######## block 1 ########
Fig. 1: block 1, clock network drawn from the DEF
Drawn at 4 px/um.
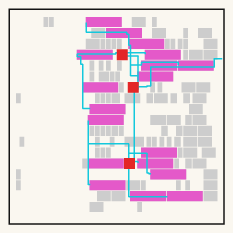
Fig. 2: block 1, the clock network
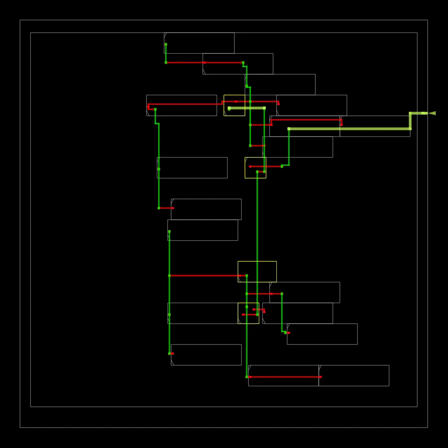
### src/rtl/intr_seq_if.sv
// Handshake bundle between intr_seq and the surrounding control unit, CCR and stack.
// The master drives requests and pipeline status; the slave is the sequencer.
interface intr_seq_if;
    logic       INTR;
    logic       RTI;
    logic       PIPE_EMPTY;
    logic [7:0] PC_CUR;
    logic       F_SAVE;
    logic       F_RESTORE;
    logic       PUSH_PC;
    logic       POP_PC;
    logic [7:0] PC_OUT;
    logic       LOAD_VEC;
    logic [7:0] VEC_OUT;
    logic       STALL;
    logic       FLUSH;
    logic       INTR_ACK;
    logic       IN_ISR;

    modport master (
        output INTR, RTI, PIPE_EMPTY, PC_CUR,
        input  F_SAVE, F_RESTORE, PUSH_PC, POP_PC, PC_OUT, LOAD_VEC, VEC_OUT,
               STALL, FLUSH, INTR_ACK, IN_ISR
    );

    modport slave (
        input  INTR, RTI, PIPE_EMPTY, PC_CUR,
        output F_SAVE, F_RESTORE, PUSH_PC, POP_PC, PC_OUT, LOAD_VEC, VEC_OUT,
               STALL, FLUSH, INTR_ACK, IN_ISR
    );
endinterface

### src/rtl/intr_seq.sv
// Interrupt entry/return sequencer: CCR save/restore, PC push/pop, stall/flush, vector load.
// Define INTR_SYNC_EN to pass INTR through a two-flop synchronizer first.
module intr_seq #(
    parameter logic [7:0] VEC_ADDR = 8'h01
) (
    input  logic       CLK,
    input  logic       RST,
    intr_seq_if.slave  bus
);
    typedef enum logic [2:0] {
        S_IDLE, S_DRAIN, S_SAVE, S_VECTOR, S_ISR, S_RESTORE, S_RESUME
    } state_t;

    state_t     state, nxt;
    logic       pending;
    logic       in_isr;
    logic       intr_s;
    logic [7:0] pc_cap;
    logic       f_save, f_restore, push_pc, pop_pc, load_vec, stall, flush, intr_ack;

`ifdef INTR_SYNC_EN
    logic [1:0] intr_sync;

    always_ff @(posedge CLK or negedge RST) begin
        if (!RST) intr_sync <= '0;
        else      intr_sync <= {intr_sync[0], bus.INTR};
    end

    assign intr_s = intr_sync[1];
`else
    assign intr_s = bus.INTR;
`endif

    always_comb begin
        nxt = state;
        case (state)
            S_IDLE:    if (pending)        nxt = S_DRAIN;
            S_DRAIN:   if (bus.PIPE_EMPTY) nxt = S_SAVE;
            S_SAVE:                        nxt = S_VECTOR;
            S_VECTOR:                      nxt = S_ISR;
            S_ISR:     if (bus.RTI)        nxt = S_RESTORE;
            S_RESTORE:                     nxt = S_RESUME;
            S_RESUME:                      nxt = S_IDLE;
            default:                       nxt = S_IDLE;
        endcase
    end

    // Strobes are registered from the next state so each one is aligned with its state cycle.
    always_ff @(posedge CLK or negedge RST) begin
        if (!RST) begin
            state     <= S_IDLE;
            pending   <= 1'b0;
            in_isr    <= 1'b0;
            pc_cap    <= '0;
            f_save    <= 1'b0;
            f_restore <= 1'b0;
            push_pc   <= 1'b0;
            pop_pc    <= 1'b0;
            load_vec  <= 1'b0;
            stall     <= 1'b0;
            flush     <= 1'b0;
            intr_ack  <= 1'b0;
        end else begin
            state <= nxt;

            if (state == S_SAVE) pending <= 1'b0;
            else if (intr_s)     pending <= 1'b1;

            if (state == S_DRAIN && bus.PIPE_EMPTY) pc_cap <= bus.PC_CUR;

            if (state == S_VECTOR)       in_isr <= 1'b1;
            else if (state == S_RESTORE) in_isr <= 1'b0;

            f_save    <= (nxt == S_SAVE);
            push_pc   <= (nxt == S_SAVE);
            intr_ack  <= (nxt == S_SAVE);
            f_restore <= (nxt == S_RESTORE);
            pop_pc    <= (nxt == S_RESTORE);
            load_vec  <= (nxt == S_VECTOR);
            flush     <= (nxt == S_VECTOR) || (nxt == S_RESUME);
            stall     <= (nxt == S_DRAIN) || (nxt == S_SAVE) || (nxt == S_VECTOR) ||
                         (nxt == S_RESTORE) || (nxt == S_RESUME);
        end
    end

    assign bus.F_SAVE    = f_save;
    assign bus.F_RESTORE = f_restore;
    assign bus.PUSH_PC   = push_pc;
    assign bus.POP_PC    = pop_pc;
    assign bus.PC_OUT    = pc_cap;
    assign bus.LOAD_VEC  = load_vec;
    assign bus.VEC_OUT   = VEC_ADDR;
    assign bus.STALL     = stall;
    assign bus.FLUSH     = flush;
    assign bus.INTR_ACK  = intr_ack;
    assign bus.IN_ISR    = in_isr;
endmodule

### src/flat_wrapper.sv
// flat-port wrapper written by rule: the top's interface ports become plain ports
module intr_seq_flat 
#(
    parameter logic [7:0] VEC_ADDR = 8'h01
)
  (CLK, RST, bus_INTR, bus_RTI, bus_PIPE_EMPTY, bus_PC_CUR, bus_F_SAVE, bus_F_RESTORE, bus_PUSH_PC, bus_POP_PC, bus_PC_OUT, bus_LOAD_VEC, bus_VEC_OUT, bus_STALL, bus_FLUSH, bus_INTR_ACK, bus_IN_ISR);
  intr_seq_if bus_i ();
  input  logic CLK;
  input  logic RST;
  input wire logic [$bits(bus_i.INTR)-1:0] bus_INTR;
  input wire logic [$bits(bus_i.RTI)-1:0] bus_RTI;
  input wire logic [$bits(bus_i.PIPE_EMPTY)-1:0] bus_PIPE_EMPTY;
  input wire logic [$bits(bus_i.PC_CUR)-1:0] bus_PC_CUR;
  output wire logic [$bits(bus_i.F_SAVE)-1:0] bus_F_SAVE;
  output wire logic [$bits(bus_i.F_RESTORE)-1:0] bus_F_RESTORE;
  output wire logic [$bits(bus_i.PUSH_PC)-1:0] bus_PUSH_PC;
  output wire logic [$bits(bus_i.POP_PC)-1:0] bus_POP_PC;
  output wire logic [$bits(bus_i.PC_OUT)-1:0] bus_PC_OUT;
  output wire logic [$bits(bus_i.LOAD_VEC)-1:0] bus_LOAD_VEC;
  output wire logic [$bits(bus_i.VEC_OUT)-1:0] bus_VEC_OUT;
  output wire logic [$bits(bus_i.STALL)-1:0] bus_STALL;
  output wire logic [$bits(bus_i.FLUSH)-1:0] bus_FLUSH;
  output wire logic [$bits(bus_i.INTR_ACK)-1:0] bus_INTR_ACK;
  output wire logic [$bits(bus_i.IN_ISR)-1:0] bus_IN_ISR;
  assign bus_i.INTR = bus_INTR;
  assign bus_i.RTI = bus_RTI;
  assign bus_i.PIPE_EMPTY = bus_PIPE_EMPTY;
  assign bus_i.PC_CUR = bus_PC_CUR;
  assign bus_F_SAVE = bus_i.F_SAVE;
  assign bus_F_RESTORE = bus_i.F_RESTORE;
  assign bus_PUSH_PC = bus_i.PUSH_PC;
  assign bus_POP_PC = bus_i.POP_PC;
  assign bus_PC_OUT = bus_i.PC_OUT;
  assign bus_LOAD_VEC = bus_i.LOAD_VEC;
  assign bus_VEC_OUT = bus_i.VEC_OUT;
  assign bus_STALL = bus_i.STALL;
  assign bus_FLUSH = bus_i.FLUSH;
  assign bus_INTR_ACK = bus_i.INTR_ACK;
  assign bus_IN_ISR = bus_i.IN_ISR;
  intr_seq #(.VEC_ADDR(VEC_ADDR)) u_core (.CLK(CLK), .RST(RST), .bus(bus_i));
endmodule
### config.mk
export PLATFORM = sky130hd
export DESIGN_NAME = intr_seq_flat
export DESIGN_NICKNAME = d
export VERILOG_FILES = /design/src/rtl/intr_seq_if.sv /design/src/rtl/intr_seq.sv /design/src/flat_wrapper.sv
export SDC_FILE = /design/constraint.sdc
export NUM_CORES = 1
export LEC_CHECK = 0
export ABC_AREA = 1
export CELL_PAD_IN_SITES_DETAIL_PLACEMENT = 0
export CELL_PAD_IN_SITES_GLOBAL_PLACEMENT = 1
export CORE_UTILIZATION = 30
export CTS_BUF_LIST = sky130_fd_sc_hd__clkbuf_4 sky130_fd_sc_hd__clkbuf_8 sky130_fd_sc_hd__clkbuf_16
export CTS_CLUSTER_DIAMETER = 120
export CTS_CLUSTER_SIZE = 30
export DETAILED_ROUTE_END_ITERATION = 10
export PLACE_DENSITY = 0.89
export SLEW_MARGIN = 20
export SYNTH_ARGS = -nofsm -noshare
export SYNTH_HDL_FRONTEND = slang
export SYNTH_SLANG_ARGS = --single-unit
### constraint.sdc
create_clock -name CLK -period 3.1 [get_ports CLK]
set_input_delay 0.62 -clock CLK [delete_from_list [all_inputs] [get_ports CLK]]
set_output_delay 0.62 -clock CLK [all_outputs]
set_load 0.01 [all_outputs]
==> metrics.log <==
[flow] final metrics
[metrics] path type of the worst min-delay path: reg -> reg
[metrics] min Tclk post-route: 1.824 ns
[metrics] tally of unique sky130hd cells used after synthesis: 13
[metrics] Pre-Repair DR Iteration Count: 4
[metrics] number of filler cells placed in the layout: 236
[metrics] Post-Synthesis Mean Instance Area: 8.986 um2
[metrics] num tapcells: 30
[metrics] proportion of power drawn by flip-flops and latches: 41.1%
[metrics] Initial DRC Count: 8
[metrics] Critical R2R Launch: u_core.state[1]$_DFF_PN0_
[metrics] proportion of final cell area spent on non-clock buffers: 26.70%
[metrics] Overall Global Routing Usage: 11.47%
[metrics] family of cells with the greatest summed delay on the critical path: buffers and inverters
[metrics] buffers inserted by post-CTS timing repair: 0
[metrics] Top class by area: registers
[metrics] worst hold slack: 0.4841 ns
[metrics] maximum number of pins on one net before global-route repair: 19
[metrics] run status: complete, no violations
[metrics] depth of the worst hold-timing path: 2
[metrics] Logic pwr share: 44.7%
[metrics] setup slack after placement: 1.240 ns
[metrics] Logic area: 246.5 um2
[metrics] area growth from synthesis to layout: 37.50%
[metrics] top cells by area: dfrtp_1 (57%), nand2_1 (14%), buf_4 (11%)
[metrics] Sw Share: 35.49%
[metrics] sinks on the clock net: 18
[metrics] global route total overflow: 0
[metrics] final setup TNS: 0 ns
[metrics] multi-input gate share of total cell area: 22.67%
[metrics] setup violators final: 0
Notes on Fig. 1 above:
Key: red = clock-net drivers [count 3]; cyan = clock wires [length 200 um]; magenta = flip-flops [count 18]
There are 4 routed clock nets.

Notes on Fig. 2 above:
worst-case clock skew: 0.002866 ns
Skew-Pair Late Insertion Delay: 0.28 ns
P_clk: 0.138 mW
FFs & Latches: 18

## kinds of logic after synthesis
group,after synthesis
AND/OR/NAND/NOR,48
other,2
AND-OR/OR-AND,1
flip-flops,18
buffers and inverters,19
## layer usage
metal | routed length [um] | global-route usage [%] | part of all wire, % | vias to the layer above
met5 | 0 | 0 | 0 | -
met4 | 0 | 6.579 | 0 | 0
met3 | 137 | 3.161 | 9.1 | 0
met2 | 769 | 21.25 | 51 | 28
met1 | 596 | 11.11 | 40 | 273
li1 | - | - | - | 300
## tightest hold or removal path: stages, from the launching register on
cell     delay (ns)
dfrtp_1        0.36
nand2_1        0.05
nand2_1        0.05

######## block 2 ########
$ cat src/rtl/wrr_packet_scheduler_pkg.sv
// Shared types and helpers for the weighted round-robin packet scheduler.
package wrr_sched_pkg;

    typedef enum logic {
        ST_IDLE  = 1'b0,
        ST_GRANT = 1'b1
    } state_t;

    localparam int MAX1_W = 16;

    // A zero weight would starve the port, so it is promoted to one packet per turn.
    function automatic logic [MAX1_W-1:0] f_max1(input logic [MAX1_W-1:0] weight);
        return (weight == '0) ? MAX1_W'(1) : weight;
    endfunction

endpackage

$ cat src/rtl/wrr_packet_scheduler_picker.sv
// Circular first-set search over a request vector, starting just after base
// and checking base itself last. Purely combinational.
module rr_priority_picker #(
    parameter  int N_PORTS = 4,
    localparam int IDX_W   = $clog2(N_PORTS)
) (
    input  logic [N_PORTS-1:0] req,
    input  logic [IDX_W-1:0]   base,
    output logic               found,
    output logic [IDX_W-1:0]   idx
);

    logic [IDX_W-1:0] w_cand;

    always_comb begin
        found  = 1'b0;
        idx    = '0;
        w_cand = '0;
        for (int i = 1; i <= N_PORTS; i++) begin
            w_cand = IDX_W'((int'(base) + i) % N_PORTS);
            if (!found && req[w_cand]) begin
                found = 1'b1;
                idx   = w_cand;
            end
        end
    end

endmodule

$ cat src/rtl/wrr_packet_scheduler.sv
// Weighted round-robin packet scheduler: holds a grant for a whole packet and
// lets each port send up to its weight in packets before the turn moves on.
module wrr_packet_scheduler
    import wrr_sched_pkg::*;
#(
    parameter  int N_PORTS  = 4,
    parameter  int DATA_W   = 8,
    parameter  int WEIGHT_W = 4,
    localparam int IDX_W    = $clog2(N_PORTS)
) (
    input  logic                         clk,
    input  logic                         rst,
    input  logic [N_PORTS*DATA_W-1:0]    tdata_i,
    input  logic [N_PORTS-1:0]           tvalid_i,
    input  logic [N_PORTS-1:0]           tlast_i,
    output logic [N_PORTS-1:0]           tready_i,
    output logic [DATA_W-1:0]            tdata_o,
    output logic                         tvalid_o,
    output logic                         tlast_o,
    input  logic                         tready_o,
    input  logic [N_PORTS*WEIGHT_W-1:0]  cfg_weight,
    output logic [IDX_W-1:0]             grant_o,
    output logic                         busy_o
);

    state_t              r_state;
    logic [IDX_W-1:0]    r_cur;
    logic [WEIGHT_W-1:0] r_quota;
    logic                r_busy;

    logic                w_found;
    logic [IDX_W-1:0]    w_next;
    logic [WEIGHT_W-1:0] w_next_weight;
    logic                w_cur_valid;
    logic                w_cur_last;
    logic                w_xfer;

    rr_priority_picker #(
        .N_PORTS (N_PORTS)
    ) u_picker (
        .req   (tvalid_i),
        .base  (r_cur),
        .found (w_found),
        .idx   (w_next)
    );

    assign w_cur_valid   = tvalid_i[r_cur];
    assign w_cur_last    = tlast_i[r_cur];
    assign w_next_weight = cfg_weight[w_next*WEIGHT_W +: WEIGHT_W];
    assign w_xfer        = r_busy && w_cur_valid && tready_o;

    // Quota only decrements in GRANT, where it is always at least one.
    always_ff @(posedge clk or posedge rst) begin
        if (rst) begin
            r_state <= ST_IDLE;
            r_cur   <= '0;
            r_quota <= '0;
            r_busy  <= 1'b0;
        end else begin
            case (r_state)
                ST_IDLE: begin
                    if (w_cur_valid && (r_quota != '0)) begin
                        r_state <= ST_GRANT;
                        r_busy  <= 1'b1;
                    end else if (w_found) begin
                        r_cur   <= w_next;
                        r_quota <= WEIGHT_W'(f_max1(MAX1_W'(w_next_weight)));
                        r_state <= ST_GRANT;
                        r_busy  <= 1'b1;
                    end
                end
                ST_GRANT: begin
                    if (w_xfer && w_cur_last) begin
                        r_quota <= r_quota - WEIGHT_W'(1);
                        r_state <= ST_IDLE;
                        r_busy  <= 1'b0;
                    end
                end
                default: begin
                    r_state <= ST_IDLE;
                    r_busy  <= 1'b0;
                end
            endcase
        end
    end

    assign busy_o   = r_busy;
    assign grant_o  = r_cur;
    assign tdata_o  = tdata_i[r_cur*DATA_W +: DATA_W];
    assign tvalid_o = r_busy & w_cur_valid;
    assign tlast_o  = r_busy & w_cur_last;

    always_comb begin
        tready_i        = '0;
        tready_i[r_cur] = r_busy & tready_o;
    end

endmodule

$ cat config.mk
export PLATFORM = sky130hd
export DESIGN_NAME = wrr_packet_scheduler
export DESIGN_NICKNAME = d
export VERILOG_FILES = /design/src/rtl/wrr_packet_scheduler_pkg.sv /design/src/rtl/wrr_packet_scheduler_picker.sv /design/src/rtl/wrr_packet_scheduler.sv
export SDC_FILE = /design/constraint.sdc
export NUM_CORES = 1
export LEC_CHECK = 0
export ABC_CLOCK_PERIOD_IN_PS = 2700
export CAP_MARGIN = 20
export CORE_ASPECT_RATIO = 1.5
export CORE_MARGIN = 10
export CORE_UTILIZATION = 32
export DETAILED_ROUTE_END_ITERATION = 7
export GPL_ROUTABILITY_DRIVEN = 0
export PLACE_DENSITY = 0.8
export RECOVER_POWER = 100
export SLEW_MARGIN = 20
export SYNTH_ARGS = -nofsm -noshare
export SYNTH_HDL_FRONTEND = slang
export SYNTH_HIERARCHICAL = 1
export SYNTH_SLANG_ARGS = --single-unit
$ cat constraint.sdc
create_clock -name clk -period 2.7 [get_ports clk]
set_input_delay 0.54 -clock clk [delete_from_list [all_inputs] [get_ports clk]]
set_output_delay 0.54 -clock clk [all_outputs]
set_load 0.05 [all_outputs]
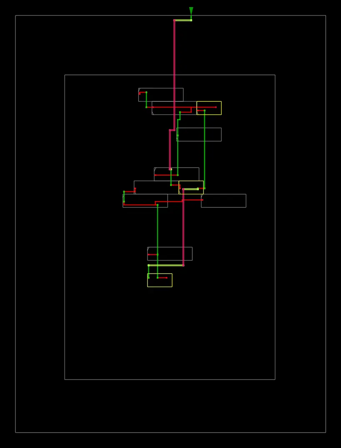
Fig. 3. The clock network (block 2).
P_clk: 0.147 mW
Num CTS Buffers: 3
FFs & Latches: 8
worst-case clock skew: 0.001065 ns

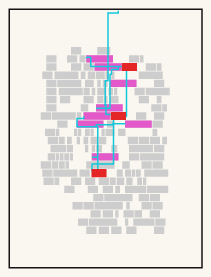
Fig. 4. Clock network drawn from the DEF (block 2).
Drawn at 3 px/um.
Key: red = clock-net drivers [count 3]; magenta = flip-flops [count 8]; cyan = clock wires [length 171 um]
There are 4 routed clock nets.

==> metrics.log <==
[flow] final metrics
[metrics] CTS tree: yes
[metrics] final wirelength: 3718 um
[metrics] final core occ: 62.53%
[metrics] worst min-delay path startpoint: r_quota[3]$_DFFE_PP0P_
[metrics] number of standard cells in the layout, taps in and fillers out: 197
[metrics] H-tree levels: 1
[metrics] run status: complete, no violations
[metrics] Ant. Diodes: 0
[metrics] Simple-Gate Fraction of Synth Area: 17.28%
[metrics] Async SR Flop Fraction: 100.0%
[metrics] CP Buf/Inv Count: 2
[metrics] Logic area: 648.1 um2
[metrics] worst vdd ir: 0.5101 mV
[metrics] prevailing post-synth register cell: dfrtp_1
[metrics] total via count after detailed routing: 1026
[metrics] internal power: 0.7512 mW
[metrics] total tool warning count: 26
[metrics] most common cell after layout, fill and taps aside: clkdlybuf4s50_1
[metrics] number of buffers between clock root and the deepest sink: 2
[metrics] final setup TNS: 0 ns
[metrics] Yosys Instances: 85
[metrics] CTS Root Buffer Type: clkbuf_8
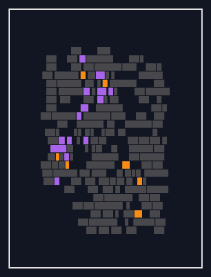
Fig. 5. Logic cells by family (block 2).
Drawn at 3 px/um.
Key: purple = aoi and oai cells [cells 14]; orange = nor cells [cells 7]

## worst max-delay path by stage
stage,slack [ns],depth (start not counted),startpoint,end
5_1_grt,0.07,8,tvalid_i[3],r_quota[0]$_DFFE_PP0P_
3_3_place_gp,0.04,8,tvalid_i[3],r_quota[0]$_DFFE_PP0P_
4_1_cts,0.18,8,tvalid_i[3],r_quota[0]$_DFFE_PP0P_
6_report,0.17,4,tvalid_i[3],tvalid_o
2_1_floorplan,0.04,3,grant_o[0]$_DFFE_PP0P_,tready_i[0]
3_5_place_dp,-0.05,8,tvalid_i[3],r_quota[0]$_DFFE_PP0P_

######## block 3 ########
Fig. 6: block 3, logic cells by family
Drawn at 2 px/um.
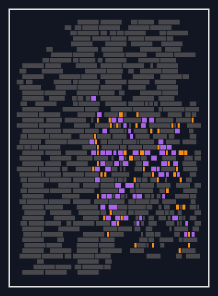
Fig. 7: block 3, supply network
Drawn at 3 px/um. Pins as bars on the die edge.
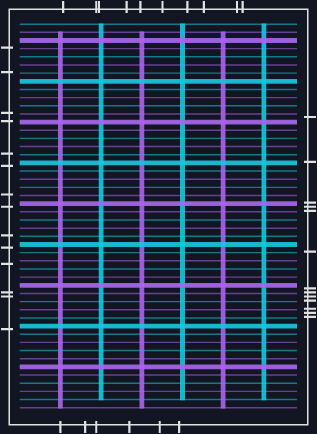
===== config.mk =====
export PLATFORM = sky130hd
export DESIGN_NAME = audio_i2s_tx_flat
export DESIGN_NICKNAME = d
export VERILOG_FILES = /design/src/rtl/audio_i2s_tx_if.sv /design/src/rtl/audio_i2s_tx.sv /design/src/flat_wrapper.sv
export SDC_FILE = /design/constraint.sdc
export NUM_CORES = 1
export LEC_CHECK = 0
export CORE_AREA = 3 3 96 135
export DETAILED_ROUTE_END_ITERATION = 7
export DIE_AREA = 0 0 99 138
export PLACE_DENSITY = 0.79
export SLEW_MARGIN = 40
export SYNTH_ARGS = -nofsm -noshare
export SYNTH_HDL_FRONTEND = slang
export SYNTH_SLANG_ARGS = --single-unit

===== constraint.sdc =====
create_clock -name clk -period 7.3 [get_ports clk]
set_input_delay 0.73 -clock clk [delete_from_list [all_inputs] [get_ports clk]]
set_output_delay 0.73 -clock clk [all_outputs]
set_load 0.02 [all_outputs]

===== src/rtl/audio_i2s_tx_if.sv =====
// PCM frame input bus for audio_i2s_tx: one-cycle strobe plus a stereo pair of signed 16-bit samples.
interface audio_i2s_tx_if;
    logic        in_stb;
    logic [15:0] in_left;
    logic [15:0] in_right;

    modport master (output in_stb, output in_left, output in_right);
    modport slave  (input  in_stb, input  in_left, input  in_right);
endinterface


===== src/rtl/audio_i2s_tx.sv =====
// Stereo frame FIFO feeding an I2S serializer (bclk = clk / (2*BCLK_DIV), 32 slots per frame, MSB first).
// Optional feature macro AUDIO_I2S_UNDERRUN_CNT_EN adds a saturating 8-bit underrun counter output.
module audio_i2s_tx #(
    parameter int DEPTH    = 4,
    parameter int BCLK_DIV = 4
) (
    input  logic                     clk,
    input  logic                     rst,
    audio_i2s_tx_if.slave            pcm,
    output logic                     bclk,
    output logic                     lrclk,
    output logic                     sdata,
    output logic [$clog2(DEPTH):0]   level,
    output logic                     overflow,
    output logic                     underrun
`ifdef AUDIO_I2S_UNDERRUN_CNT_EN
    ,
    output logic [7:0]               underrun_cnt
`endif
);

    localparam int AW = $clog2(DEPTH);
    localparam int LW = AW + 1;
    localparam int DW = (BCLK_DIV > 2) ? $clog2(BCLK_DIV) : 1;

    logic [DW-1:0] div;
    logic [4:0]    f;
    logic [4:0]    f_nxt;
    logic [31:0]   w;
    logic [31:0]   w_nxt;
    logic [31:0]   mem [DEPTH];
    logic [AW-1:0] wr_ptr;
    logic [AW-1:0] rd_ptr;

    logic tick;
    logic fall;
    logic pop;
    logic empty;
    logic full;
    logic do_pop;
    logic do_push;

    always_comb begin
        tick    = (div == DW'(BCLK_DIV - 1));
        fall    = tick && bclk;
        pop     = fall && (f == 5'd31);
        empty   = (level == '0);
        full    = (level == LW'(DEPTH));
        do_pop  = pop && !empty;
        // A pop in the same cycle frees a slot, so a full FIFO can still take the write.
        do_push = pcm.in_stb && (!full || do_pop);
        f_nxt   = f + 5'd1;
        w_nxt   = w;
        if (pop) begin
            w_nxt = empty ? 32'd0 : mem[rd_ptr];
        end
    end

    always_ff @(posedge clk) begin
        if (do_push) begin
            mem[wr_ptr] <= {pcm.in_left, pcm.in_right};
        end
    end

    always_ff @(posedge clk) begin
        if (rst) begin
            div      <= '0;
            bclk     <= 1'b0;
            f        <= 5'd31;
            w        <= '0;
            sdata    <= 1'b0;
            lrclk    <= 1'b0;
            wr_ptr   <= '0;
            rd_ptr   <= '0;
            level    <= '0;
            overflow <= 1'b0;
            underrun <= 1'b0;
        end else begin
            if (tick) begin
                div  <= '0;
                bclk <= ~bclk;
            end else begin
                div  <= div + DW'(1);
            end

            if (fall) begin
                f     <= f_nxt;
                w     <= w_nxt;
                sdata <= w_nxt[5'd31 - f_nxt];
                // Word select changes one slot ahead of the data it announces.
                lrclk <= (f_nxt >= 5'd15) && (f_nxt != 5'd31);
            end

            if (do_push) begin
                wr_ptr <= wr_ptr + AW'(1);
            end
            if (do_pop) begin
                rd_ptr <= rd_ptr + AW'(1);
            end

            case ({do_push, do_pop})
                2'b10:   level <= level + LW'(1);
                2'b01:   level <= level - LW'(1);
                default: level <= level;
            endcase

            overflow <= pcm.in_stb && !do_push;
            underrun <= pop && empty;
        end
    end

`ifdef AUDIO_I2S_UNDERRUN_CNT_EN
    always_ff @(posedge clk) begin
        if (rst) begin
            underrun_cnt <= '0;
        end else if (pop && empty && (underrun_cnt != 8'hFF)) begin
            underrun_cnt <= underrun_cnt + 8'd1;
        end
    end
`endif

endmodule


===== src/flat_wrapper.sv =====
// flat-port wrapper written by rule: the top's interface ports become plain ports
module audio_i2s_tx_flat 
#(
    parameter int DEPTH    = 4,
    parameter int BCLK_DIV = 4
)
  (clk, rst, bclk, lrclk, sdata, level, overflow, underrun, pcm_in_stb, pcm_in_left, pcm_in_right);
  audio_i2s_tx_if pcm_i ();
  input  logic clk;
  input  logic rst;
  output logic bclk;
  output logic lrclk;
  output logic sdata;
  output logic [$clog2(DEPTH):0] level;
  output logic overflow;
  output logic underrun;
  input wire logic [$bits(pcm_i.in_stb)-1:0] pcm_in_stb;
  input wire logic [$bits(pcm_i.in_left)-1:0] pcm_in_left;
  input wire logic [$bits(pcm_i.in_right)-1:0] pcm_in_right;
  assign pcm_i.in_stb = pcm_in_stb;
  assign pcm_i.in_left = pcm_in_left;
  assign pcm_i.in_right = pcm_in_right;
  audio_i2s_tx #(.DEPTH(DEPTH), .BCLK_DIV(BCLK_DIV)) u_core (.clk(clk), .rst(rst), .pcm(pcm_i), .bclk(bclk), .lrclk(lrclk), .sdata(sdata), .level(level), .overflow(overflow), .underrun(underrun));
endmodule

==> metrics.log <==
[flow] final metrics
[metrics] leading registers by flop count: u_core.mem (128), u_core.w (32), u_core.f (5)
[metrics] Worst Path Class, Setup: reg -> reg
[metrics] final core occ: 68.82%
[metrics] tally of unique sky130hd cells used after synthesis: 52
[metrics] clock buffer count in the final layout: 18
[metrics] Critical Path End: u_core.mem[1][3]$_DFFE_PP_
[metrics] number of filler cells placed in the layout: 773
[metrics] Resized Gates After CTS: 0
[metrics] leading cell types by count after synthesis: edfxtp_1 (128), dfxtp_1 (53), nor2_1 (39)
[metrics] H-tree levels: 4
[metrics] Pre-Repair DR Iteration Count: 5
[metrics] WP data arrival: 3.55 ns
[metrics] YS warnings: 0
[metrics] total cell area reported by yosys after synthesis: 7049 um2
[metrics] Sw Share: 21.42%
[metrics] adder-cell share of the synthesized area: 1.881%
[metrics] worst min-delay path startpoint: u_core.div[0]$_SDFF_PP0_
[metrics] global route total overflow: 0
[metrics] area fraction in compound gates after synthesis: 7.579%
[metrics] run status: complete, no violations
[metrics] P_leak: 2.640 nW
[metrics] worst-case clock skew: 0.007083 ns
[metrics] Sw Pwr: 0.4534 mW
[metrics] fraction of area in registers: 60.31%
[metrics] area taken by flip-flops and latches: 4906 um2
[metrics] Worst Slack Setup Final: 3.851 ns
[metrics] measured slew at the worst slew-check pin: 0.7801 ns
## Picture notes: Fig. 6
Key: purple = aoi and oai cells [cells 62]; orange = nor cells [cells 49]

## Picture notes: Fig. 7
Key: purple = VSS; cyan = VDD
The core has 47 rows. 9 straps on met5. 6 straps on met4. 43 signal pins sit on the boundary.

critical path, delay by kind of cell (launching register included):
family,cells,cell delay [ns]
fa+ha+maj,2,0.47
buf+inv,1,0.41
simple gates,3,0.98
compound gates,1,0.67
flops,1,0.58
layout by cell type (no fill, tap or decap), types with 6 or more instances in the layout:
master / count
nand2_1: 17
nor2_1: 39
mux4_2: 33
edfxtp_1: 128
ha_1: 9
nor3_1: 6
clkdlybuf4s50_1: 42
clkbuf_16: 17
a22oi_1: 25
inv_1: 7
xor2_1: 6
dfxtp_1: 52
nand3_1: 6
a21oi_1: 12
buf_4: 8
a221oi_1: 7

######## block 4 ########
--- src/rtl/nic8_pkg.sv ---
// Shared types and constants for the nic8 output display: conversion FSM states
// and the seven-segment glyph table.
package nic8_pkg;

    typedef enum logic [1:0] {
        IDLE   = 2'd0,
        CONV   = 2'd1,
        COMMIT = 2'd2
    } conv_state_t;

    localparam int          DATA_W    = 8;
    localparam int          BCD_W     = 12;
    localparam int          SHIFT_W   = BCD_W + DATA_W;
    localparam logic [6:0]  SEG_BLANK = 7'b0000000;
    localparam logic [6:0]  SEG_ZERO  = 7'b0111111;

    // Segment order {g,f,e,d,c,b,a}, active-high; codes 10..15 are dark.
    function automatic logic [6:0] seg_decode(input logic [3:0] i_digit);
        logic [6:0] r_pat;
        case (i_digit)
            4'd0:    r_pat = 7'b0111111;
            4'd1:    r_pat = 7'b0000110;
            4'd2:    r_pat = 7'b1011011;
            4'd3:    r_pat = 7'b1001111;
            4'd4:    r_pat = 7'b1100110;
            4'd5:    r_pat = 7'b1101101;
            4'd6:    r_pat = 7'b1111101;
            4'd7:    r_pat = 7'b0000111;
            4'd8:    r_pat = 7'b1111111;
            4'd9:    r_pat = 7'b1101111;
            default: r_pat = SEG_BLANK;
        endcase
        return r_pat;
    endfunction

endpackage

--- src/rtl/out_bcd_conv.sv ---
// Sequential binary-to-BCD converter (double-dabble, one bit per clock) with a
// single-entry pending slot so that writes arriving mid-conversion are not lost.
module out_bcd_conv
    import nic8_pkg::*;
(
    input  logic              clk,
    input  logic              reset_n,
    input  logic              out_strobe,
    input  logic [DATA_W-1:0] out_data,
    output logic [BCD_W-1:0]  bcd,
    output logic              busy
);

    conv_state_t        r_state;
    conv_state_t        w_state_nxt;
    logic [SHIFT_W-1:0] r_shift;
    logic [SHIFT_W-1:0] w_adj;
    logic [2:0]         r_cnt;
    logic [DATA_W-1:0]  r_pend;
    logic               r_pend_v;
    logic [BCD_W-1:0]   r_bcd;
    logic               w_load_new;
    logic               w_load_pend;
    logic               w_busy;

    always_ff @(posedge clk or negedge reset_n) begin
        if (!reset_n) begin
            r_state <= IDLE;
        end else begin
            r_state <= w_state_nxt;
        end
    end

    always_comb begin
        w_state_nxt = r_state;
        case (r_state)
            IDLE:    if (out_strobe) w_state_nxt = CONV;
            CONV:    if (r_cnt == 3'd7) w_state_nxt = COMMIT;
            COMMIT:  w_state_nxt = (out_strobe || r_pend_v) ? CONV : IDLE;
            default: w_state_nxt = IDLE;
        endcase
    end

    always_comb begin
        w_busy = (r_state != IDLE) || r_pend_v;
    end

    assign busy = w_busy;
    assign bcd  = r_bcd;

    // A fresh strobe in COMMIT outranks the pending value, which then waits one more round.
    assign w_load_new  = out_strobe && ((r_state == IDLE) || (r_state == COMMIT));
    assign w_load_pend = (r_state == COMMIT) && !out_strobe && r_pend_v;

    always_comb begin
        w_adj = r_shift;
        for (int i = 0; i < 3; i++) begin
            if (r_shift[DATA_W + 4*i +: 4] >= 4'd5) begin
                w_adj[DATA_W + 4*i +: 4] = r_shift[DATA_W + 4*i +: 4] + 4'd3;
            end
        end
    end

    always_ff @(posedge clk or negedge reset_n) begin
        if (!reset_n) begin
            r_shift  <= '0;
            r_cnt    <= '0;
            r_pend   <= '0;
            r_pend_v <= 1'b0;
            r_bcd    <= '0;
        end else begin
            if (w_load_new) begin
                r_shift <= {{BCD_W{1'b0}}, out_data};
                r_cnt   <= '0;
            end else if (w_load_pend) begin
                r_shift <= {{BCD_W{1'b0}}, r_pend};
                r_cnt   <= '0;
            end else if (r_state == CONV) begin
                r_shift <= {w_adj[SHIFT_W-2:0], 1'b0};
                r_cnt   <= r_cnt + 3'd1;
            end

            if (r_state == COMMIT) begin
                r_bcd <= r_shift[SHIFT_W-1:DATA_W];
            end

            if ((r_state == CONV) && out_strobe) begin
                r_pend   <= out_data;
                r_pend_v <= 1'b1;
            end else if (w_load_pend) begin
                r_pend_v <= 1'b0;
            end
        end
    end

endmodule

--- src/rtl/out_display.sv ---
// Three-digit multiplexed seven-segment driver for the nic8 output port:
// converts each written byte to BCD and scans it out with optional zero blanking.
module out_display
    import nic8_pkg::*;
#(
    parameter int SCAN_DIV       = 1024,
    parameter bit BLANK_LEADING  = 1'b1,
    parameter bit SEG_ACTIVE_LOW = 1'b1
)
(
    input  logic              clk,
    input  logic              reset_n,
    input  logic              out_strobe,
    input  logic [DATA_W-1:0] out_data,
    output logic [6:0]        seg,
    output logic [2:0]        dig_en,
    output logic [BCD_W-1:0]  bcd,
    output logic              busy
);

    localparam int               PRE_W   = $clog2(SCAN_DIV);
    localparam logic [PRE_W-1:0] PRE_MAX = PRE_W'(SCAN_DIV - 1);
    localparam logic [6:0]       SEG_RST = SEG_ACTIVE_LOW ? ~SEG_ZERO : SEG_ZERO;
    localparam logic [2:0]       DIG_RST = SEG_ACTIVE_LOW ? 3'b110 : 3'b001;

    logic [BCD_W-1:0] w_bcd;
    logic             w_busy;
    logic [PRE_W-1:0] r_presc;
    logic [1:0]       r_dig_idx;
    logic [3:0]       w_hund;
    logic [3:0]       w_tens;
    logic [3:0]       w_ones;
    logic [3:0]       w_nib;
    logic             w_blank;
    logic [6:0]       w_seg_ah;
    logic [2:0]       w_dig_ah;
    logic [6:0]       r_seg;
    logic [2:0]       r_dig_en;

    out_bcd_conv u_conv (
        .clk        (clk),
        .reset_n    (reset_n),
        .out_strobe (out_strobe),
        .out_data   (out_data),
        .bcd        (w_bcd),
        .busy       (w_busy)
    );

    // Free-running scanner, deliberately unaware of conversion activity.
    always_ff @(posedge clk or negedge reset_n) begin
        if (!reset_n) begin
            r_presc   <= '0;
            r_dig_idx <= 2'd0;
        end else if (r_presc == PRE_MAX) begin
            r_presc   <= '0;
            r_dig_idx <= (r_dig_idx == 2'd2) ? 2'd0 : r_dig_idx + 2'd1;
        end else begin
            r_presc   <= r_presc + 1'b1;
        end
    end

    always_comb begin
        w_hund   = w_bcd[11:8];
        w_tens   = w_bcd[7:4];
        w_ones   = w_bcd[3:0];
        w_nib    = w_ones;
        w_blank  = 1'b0;
        w_dig_ah = 3'b001;
        case (r_dig_idx)
            2'd1: begin
                w_nib    = w_tens;
                w_blank  = BLANK_LEADING && (w_hund == 4'd0) && (w_tens == 4'd0);
                w_dig_ah = 3'b010;
            end
            2'd2: begin
                w_nib    = w_hund;
                w_blank  = BLANK_LEADING && (w_hund == 4'd0);
                w_dig_ah = 3'b100;
            end
            default: ;
        endcase
        w_seg_ah = w_blank ? SEG_BLANK : seg_decode(w_nib);
    end

    // Pin registers hold the final polarity so the outputs never glitch.
    always_ff @(posedge clk or negedge reset_n) begin
        if (!reset_n) begin
            r_seg    <= SEG_RST;
            r_dig_en <= DIG_RST;
        end else begin
            r_seg    <= SEG_ACTIVE_LOW ? ~w_seg_ah : w_seg_ah;
            r_dig_en <= SEG_ACTIVE_LOW ? ~w_dig_ah : w_dig_ah;
        end
    end

    assign seg    = r_seg;
    assign dig_en = r_dig_en;
    assign bcd    = w_bcd;
    assign busy   = w_busy;

endmodule

--- config.mk ---
export PLATFORM = sky130hd
export DESIGN_NAME = out_display
export DESIGN_NICKNAME = d
export VERILOG_FILES = /design/src/rtl/nic8_pkg.sv /design/src/rtl/out_bcd_conv.sv /design/src/rtl/out_display.sv
export SDC_FILE = /design/constraint.sdc
export NUM_CORES = 1
export LEC_CHECK = 0
export CELL_PAD_IN_SITES_DETAIL_PLACEMENT = 1
export CELL_PAD_IN_SITES_GLOBAL_PLACEMENT = 1
export CORE_MARGIN = 3
export CORE_UTILIZATION = 40
export DETAILED_ROUTE_END_ITERATION = 7
export PLACE_DENSITY_LB_ADDON = 0.1
export SLEW_MARGIN = 0
export SYNTH_ARGS = -nofsm -noshare
export SYNTH_HDL_FRONTEND = slang
export SYNTH_SLANG_ARGS = --single-unit
--- constraint.sdc ---
create_clock -name clk -period 3.45 [get_ports clk]
set_input_delay 0.8625 -clock clk [delete_from_list [all_inputs] [get_ports clk]]
set_output_delay 0.8625 -clock clk [all_outputs]
set_load 0.02 [all_outputs]
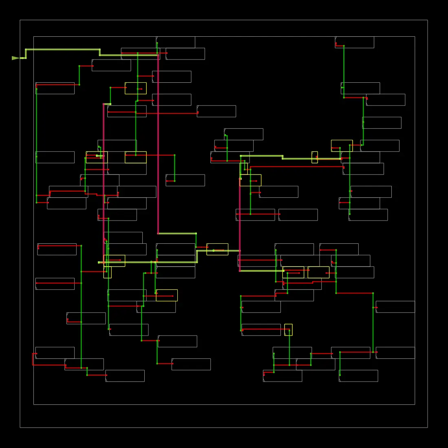
Fig. 8. The clock network (block 4).
Skew-Pair Late Insertion Delay: 0.34 ns
worst-case clock skew: 0.006368 ns
FFs & Latches: 68
P_clk: 0.548 mW

[cell type report]
class / count / area (um2)
Timing Repair Buffer: 36 / 360.3
Fill cell: 888 / 3983
Sequential cell: 68 / 1705
Clock buffer: 11 / 141.4
Clock inverter: 3 / 15.01
Multi-Input combinational cell: 199 / 1455
Inverter: 16 / 60.06
Tap cell: 102 / 127.6
[through the flow]
step / instances / utilization [%] / hold slack (ns)
floorplan: 293 / - / 0.4378
global placement: 421 / 47.26 / 0.4596
detailed placement: 421 / 47.26 / 0.4679
CTS: 435 / 49.25 / 0.4835
global route: 435 / 49.25 / 0.4973
finish: 435 / 49.25 / 0.4758
==> metrics.log <==
[flow] final metrics
[metrics] Placed Area: 3709 um2
[metrics] setup violators final: 0
[metrics] P_leak: 1.773 nW
[metrics] number of antenna violations at the first check in global routing: 0
[metrics] ratio of final minimum period to clock period: 73.57%
[metrics] die boundary height: 96.39 um
[metrics] YS warnings: 0
[metrics] Final Wtd Congestion: 0.7667
[metrics] total tool warning count: 36
[metrics] Register-to-Register Path Depth: 9
[metrics] Post-route DRC: 0
[metrics] highest-power group: sequential cells
[metrics] fraction of power consumed by the clock network: 25.3%
[metrics] largest incremental delay on the critical path: 0.54 ns
[metrics] tally of unique sky130hd cells used after synthesis: 37
[metrics] die area: 9291 um2
[metrics] Placeable Area: 7848 um2
[metrics] critical path cell sequence: or3_1, clkdlybuf4s50_1
[metrics] number of enable flip-flop cells: 0
[metrics] Critical R2R Launch: r_dig_idx[0]$_DFFE_PN0N_
[metrics] top cells by area: dfrtp_1 (50%), ha_1 (6.9%), mux2_2 (5.5%)
[metrics] most common cell after layout, fill and taps aside: dfrtp_1
[metrics] reg-to-reg slack, setup: 1.15 ns
[metrics] run status: complete, no violations
[metrics] Yosys Instances: 293
[metrics] power in sequential cells: 0.990 mW

######## block 5 ########
Fig. 9: block 5, clock network drawn from the DEF
Drawn at 2 px/um.
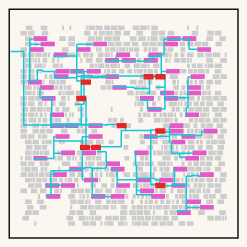
Fig. 10: block 5, supply network
Drawn at 3 px/um. Pins as bars on the die edge.
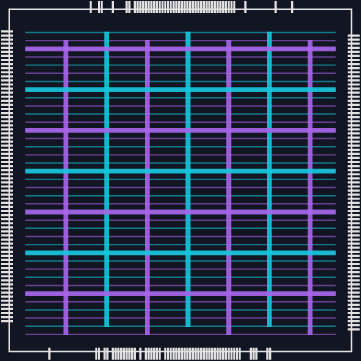
`src/rtl/pc_unidade_excecao_if.sv`:
```
// pc_unidade_excecao_if
//   Vector-table read bus between the PC/exception unit and memory.
//   Signals:
//     mem_read  - read strobe, high while a vector read is in flight
//     mem_addr  - byte address of the vector-table entry (WIDTH bits)
//     mem_data  - vector-table byte returned by memory
//   Modports:
//     master - PC/exception unit (drives mem_read/mem_addr, reads mem_data)
//     slave  - memory side
interface pc_unidade_excecao_if #(
  parameter int WIDTH = 32
);
  logic             mem_read;
  logic [WIDTH-1:0] mem_addr;
  logic [7:0]       mem_data;

  modport master (output mem_read, output mem_addr, input mem_data);
  modport slave  (input mem_read, input mem_addr, output mem_data);
endinterface

```
`src/rtl/pc_unidade_excecao.sv`:
```
// pc_unidade_excecao
//   Program counter / EPC holder for the multicycle MIPS datapath. Selects
//   the next PC, gates PC writes, and runs exception entry by reading the
//   handler address byte from a memory vector table.
//   Ports:
//     i_clk, i_reset       - clock, synchronous active-high reset
//     i_pc_source          - next-PC source select (0 ALU, 1 ALUOut,
//                            2 RegDesloc, 3 JR, 4 EPC, 5-7 ALU)
//     i_pc_write           - unconditional PC write enable
//     i_pc_write_cond      - conditional PC write enable
//     i_branch_taken       - qualifies i_pc_write_cond
//     i_alu, i_alu_out,
//     i_reg_desloc, i_jr   - candidate next-PC values
//     i_exc_req            - exception request pulse
//     i_exc_cause          - cause code, valid with i_exc_req
//     io_mem               - vector-table read bus (master modport)
//     o_pc, o_epc          - program counter and exception PC registers
//     o_exc_busy           - exception entry in progress (stall)
//   Optional feature macro: PC_ALIGN_CHECK_EN
//     When defined, an enabled PC write in IDLE whose target has bits
//     [1:0] != 0 is replaced by an exception entry with cause ALIGN_CAUSE.
//
//   state  | meaning
//   -------+-----------------------------------------------
//   S_IDLE | normal operation, PC writes accepted
//   S_REQ  | vector read in flight, counter runs 0..MEM_LAT-1
//   S_LOAD | handler address byte loads into PC
module pc_unidade_excecao #(
  parameter int               WIDTH       = 32,
  parameter int               CAUSE_W     = 2,
  parameter int               VEC_BASE    = 253,
  parameter int               MEM_LAT     = 2,
  parameter logic [WIDTH-1:0] RESET_PC    = '0,
  parameter int               ALIGN_CAUSE = 3
) (
  input  logic                 i_clk,
  input  logic                 i_reset,
  input  logic [2:0]           i_pc_source,
  input  logic                 i_pc_write,
  input  logic                 i_pc_write_cond,
  input  logic                 i_branch_taken,
  input  logic [WIDTH-1:0]     i_alu,
  input  logic [WIDTH-1:0]     i_alu_out,
  input  logic [WIDTH-1:0]     i_reg_desloc,
  input  logic [WIDTH-1:0]     i_jr,
  input  logic                 i_exc_req,
  input  logic [CAUSE_W-1:0]   i_exc_cause,
  pc_unidade_excecao_if.master io_mem,
  output logic [WIDTH-1:0]     o_pc,
  output logic [WIDTH-1:0]     o_epc,
  output logic                 o_exc_busy
);

  localparam int               CNT_W   = (MEM_LAT > 1) ? $clog2(MEM_LAT) : 1;
  localparam logic [CNT_W-1:0] CNT_MAX = CNT_W'(MEM_LAT - 1);

  // Catch configurations where the alignment cause cannot be encoded or
  // the memory latency is meaningless.
  if ((ALIGN_CAUSE >= (1 << CAUSE_W)) || (MEM_LAT < 1)) begin : g_bad_param
    $error("pc_unidade_excecao: ALIGN_CAUSE must fit CAUSE_W and MEM_LAT >= 1");
  end

  typedef enum logic [1:0] {
    S_IDLE = 2'd0,
    S_REQ  = 2'd1,
    S_LOAD = 2'd2
  } state_t;

  state_t           r_state;
  logic [CNT_W-1:0] r_cnt;
  logic [WIDTH-1:0] r_pc;
  logic [WIDTH-1:0] r_epc;
  logic [WIDTH-1:0] r_mem_addr;
  logic             r_exc_busy;

  logic [WIDTH-1:0]   w_target;
  logic               w_wr_en;
  logic               w_exc_start;
  logic [CAUSE_W-1:0] w_cause;

  always_comb begin
    w_target = i_alu;
    case (i_pc_source)
      3'd0:    w_target = i_alu;
      3'd1:    w_target = i_alu_out;
      3'd2:    w_target = i_reg_desloc;
      3'd3:    w_target = i_jr;
      3'd4:    w_target = r_epc;
      default: w_target = i_alu;
    endcase
  end

  assign w_wr_en = i_pc_write | (i_pc_write_cond & i_branch_taken);

  // External request always wins; a misaligned target only starts an entry
  // when no external request is present in the same cycle.
  always_comb begin
    w_exc_start = i_exc_req;
    w_cause     = i_exc_cause;
`ifdef PC_ALIGN_CHECK_EN
    if (!i_exc_req && w_wr_en && (w_target[1:0] != 2'b00)) begin
      w_exc_start = 1'b1;
      w_cause     = CAUSE_W'(ALIGN_CAUSE);
    end
`endif
  end

  always_ff @(posedge i_clk) begin
    if (i_reset) begin
      r_state    <= S_IDLE;
      r_cnt      <= '0;
      r_pc       <= RESET_PC;
      r_epc      <= '0;
      r_mem_addr <= '0;
      r_exc_busy <= 1'b0;
    end else begin
      case (r_state)
        S_IDLE: begin
          if (w_exc_start) begin
            r_state    <= S_REQ;
            r_cnt      <= '0;
            r_epc      <= r_pc - WIDTH'(4);
            // The latched cause lives on as the vector address.
            r_mem_addr <= WIDTH'(VEC_BASE) + WIDTH'(w_cause);
            r_exc_busy <= 1'b1;
          end else if (w_wr_en) begin
            r_pc <= w_target;
          end
        end
        S_REQ: begin
          if (r_cnt == CNT_MAX) begin
            r_state <= S_LOAD;
            r_cnt   <= '0;
          end else begin
            r_cnt <= r_cnt + CNT_W'(1);
          end
        end
        S_LOAD: begin
          r_pc       <= WIDTH'(io_mem.mem_data);
          r_state    <= S_IDLE;
          r_exc_busy <= 1'b0;
        end
        default: begin
          r_state    <= S_IDLE;
          r_cnt      <= '0;
          r_exc_busy <= 1'b0;
        end
      endcase
    end
  end

  assign io_mem.mem_read = (r_state == S_REQ);
  assign io_mem.mem_addr = r_mem_addr;
  assign o_pc            = r_pc;
  assign o_epc           = r_epc;
  assign o_exc_busy      = r_exc_busy;

endmodule
```
`src/flat_wrapper.sv`:
```
// flat-port wrapper written by rule: the top's interface ports become plain ports
module pc_unidade_excecao_flat 
#(
  parameter int               WIDTH       = 32,
  parameter int               CAUSE_W     = 2,
  parameter int               VEC_BASE    = 253,
  parameter int               MEM_LAT     = 2,
  parameter logic [WIDTH-1:0] RESET_PC    = '0,
  parameter int               ALIGN_CAUSE = 3
)
  (i_clk, i_reset, i_pc_source, i_pc_write, i_pc_write_cond, i_branch_taken, i_alu, i_alu_out, i_reg_desloc, i_jr, i_exc_req, i_exc_cause, o_pc, o_epc, o_exc_busy, io_mem_mem_read, io_mem_mem_addr, io_mem_mem_data);
  pc_unidade_excecao_if #(.WIDTH(WIDTH)) io_mem_i ();
  input  logic i_clk;
  input  logic i_reset;
  input  logic [2:0] i_pc_source;
  input  logic i_pc_write;
  input  logic i_pc_write_cond;
  input  logic i_branch_taken;
  input  logic [WIDTH-1:0] i_alu;
  input  logic [WIDTH-1:0] i_alu_out;
  input  logic [WIDTH-1:0] i_reg_desloc;
  input  logic [WIDTH-1:0] i_jr;
  input  logic i_exc_req;
  input  logic [CAUSE_W-1:0] i_exc_cause;
  output logic [WIDTH-1:0] o_pc;
  output logic [WIDTH-1:0] o_epc;
  output logic o_exc_busy;
  output wire logic [$bits(io_mem_i.mem_read)-1:0] io_mem_mem_read;
  output wire logic [$bits(io_mem_i.mem_addr)-1:0] io_mem_mem_addr;
  input wire logic [$bits(io_mem_i.mem_data)-1:0] io_mem_mem_data;
  assign io_mem_mem_read = io_mem_i.mem_read;
  assign io_mem_mem_addr = io_mem_i.mem_addr;
  assign io_mem_i.mem_data = io_mem_mem_data;
  pc_unidade_excecao #(.WIDTH(WIDTH), .CAUSE_W(CAUSE_W), .VEC_BASE(VEC_BASE), .MEM_LAT(MEM_LAT), .RESET_PC(RESET_PC), .ALIGN_CAUSE(ALIGN_CAUSE)) u_core (.i_clk(i_clk), .i_reset(i_reset), .i_pc_source(i_pc_source), .i_pc_write(i_pc_write), .i_pc_write_cond(i_pc_write_cond), .i_branch_taken(i_branch_taken), .i_alu(i_alu), .i_alu_out(i_alu_out), .i_reg_desloc(i_reg_desloc), .i_jr(i_jr), .i_exc_req(i_exc_req), .i_exc_cause(i_exc_cause), .io_mem(io_mem_i), .o_pc(o_pc), .o_epc(o_epc), .o_exc_busy(o_exc_busy));
endmodule
```
`config.mk`:
```
export PLATFORM = sky130hd
export DESIGN_NAME = pc_unidade_excecao_flat
export DESIGN_NICKNAME = d
export VERILOG_FILES = /design/src/rtl/pc_unidade_excecao_if.sv /design/src/rtl/pc_unidade_excecao.sv /design/src/flat_wrapper.sv
export SDC_FILE = /design/constraint.sdc
export NUM_CORES = 1
export LEC_CHECK = 0
export ABC_AREA = 0
export CORE_MARGIN = 5
export CORE_UTILIZATION = 43
export CTS_CLUSTER_DIAMETER = 80
export DETAILED_ROUTE_END_ITERATION = 7
export PLACE_DENSITY = 0.95
export REMOVE_ABC_BUFFERS = 1
export SLEW_MARGIN = 20
export SYNTH_ARGS = -nofsm -noshare
export SYNTH_HDL_FRONTEND = slang
export SYNTH_SLANG_ARGS = --single-unit
```
`constraint.sdc`:
```
create_clock -name i_clk -period 4.71 [get_ports i_clk]
set_input_delay 1.413 -clock i_clk [delete_from_list [all_inputs] [get_ports i_clk]]
set_output_delay 1.413 -clock i_clk [all_outputs]
set_load 0.01 [all_outputs]
```
==> metrics.log <==
[flow] final metrics
[metrics] CTS tree: yes
[metrics] highest-power group: sequential cells
[metrics] Met3 Wirelength: 2307 um
[metrics] clock buffer count in the final layout: 10
[metrics] power in sequential cells: 0.727 mW
[metrics] run status: complete, no violations
[metrics] grt met1 use: 31.67%
[metrics] tally of unique sky130hd cells used after synthesis: 51
[metrics] critical path cell sequence: clkdlybuf4s50_1, or3_1, and2_1, o221ai_1, a221oi_1
[metrics] number of global-route vias before repair: 5422
[metrics] cell type contributing the most total cell area after synthesis: dfxtp_1
[metrics] area growth from synthesis to layout: 49.47%
[metrics] floorplan core density: 44.29%
[metrics] number of standard cells in the layout, taps in and fillers out: 895
[metrics] worst hold slack: 0.4615 ns
[metrics] placed cell count: 879
About Fig. 9:
Key: cyan = clock wires [length 1010 um]; magenta = flip-flops [count 72]; red = clock-net drivers [count 9]
There are 10 routed clock nets.

About Fig. 10:
Key: cyan = VDD; purple = VSS
245 signal pins sit on the boundary. 7 straps on met4. The core has 37 rows. 7 straps on met5. 38 met1 rails follow the rows.

[Yosys cell counts, types with 3 or more instances]
library cell   n
nor3_1        11
xnor2_1       21
a32o_1        12
mux2_2        12
nor2_1        76
xor2_1         4
nand3_1        3
nor2b_1        5
or3_1          3
o32a_1         4
o21ai_0       39
buf_6          4
nand2_1       12
a2bb2oi_1     12
a211oi_1      28
a211oi_2       6
o221ai_1       8
o22ai_1       24
inv_1          7
nand2b_1      22
o211ai_1      12
nor4_1        10
dfxtp_1       72
clkbuf_1      38
buf_4         28
a21oi_1       37
o22a_1        16
mux2i_1        8


==> gallery <==
Logic cells by family.
picture 1
Drawn at 2 px/um.
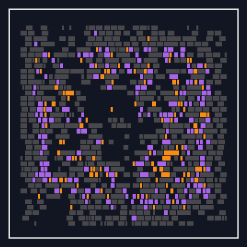
picture 2
Drawn at 3 px/um.
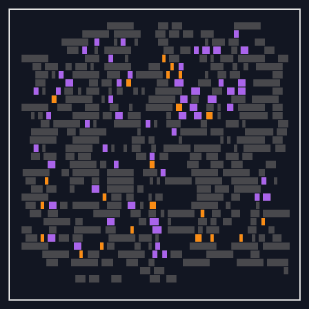
picture 3
Drawn at 4 px/um.
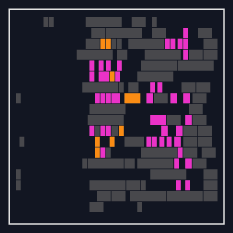
| from | picture |
|---|---|
| block 4 | picture 2 |
| block 5 | picture 1 |
| block 1 | picture 3 |
The one with the fewest cells is picture 3.
The one with the smallest die is picture 3.

No activity file was given, so power comes from the tool's default toggle rates.
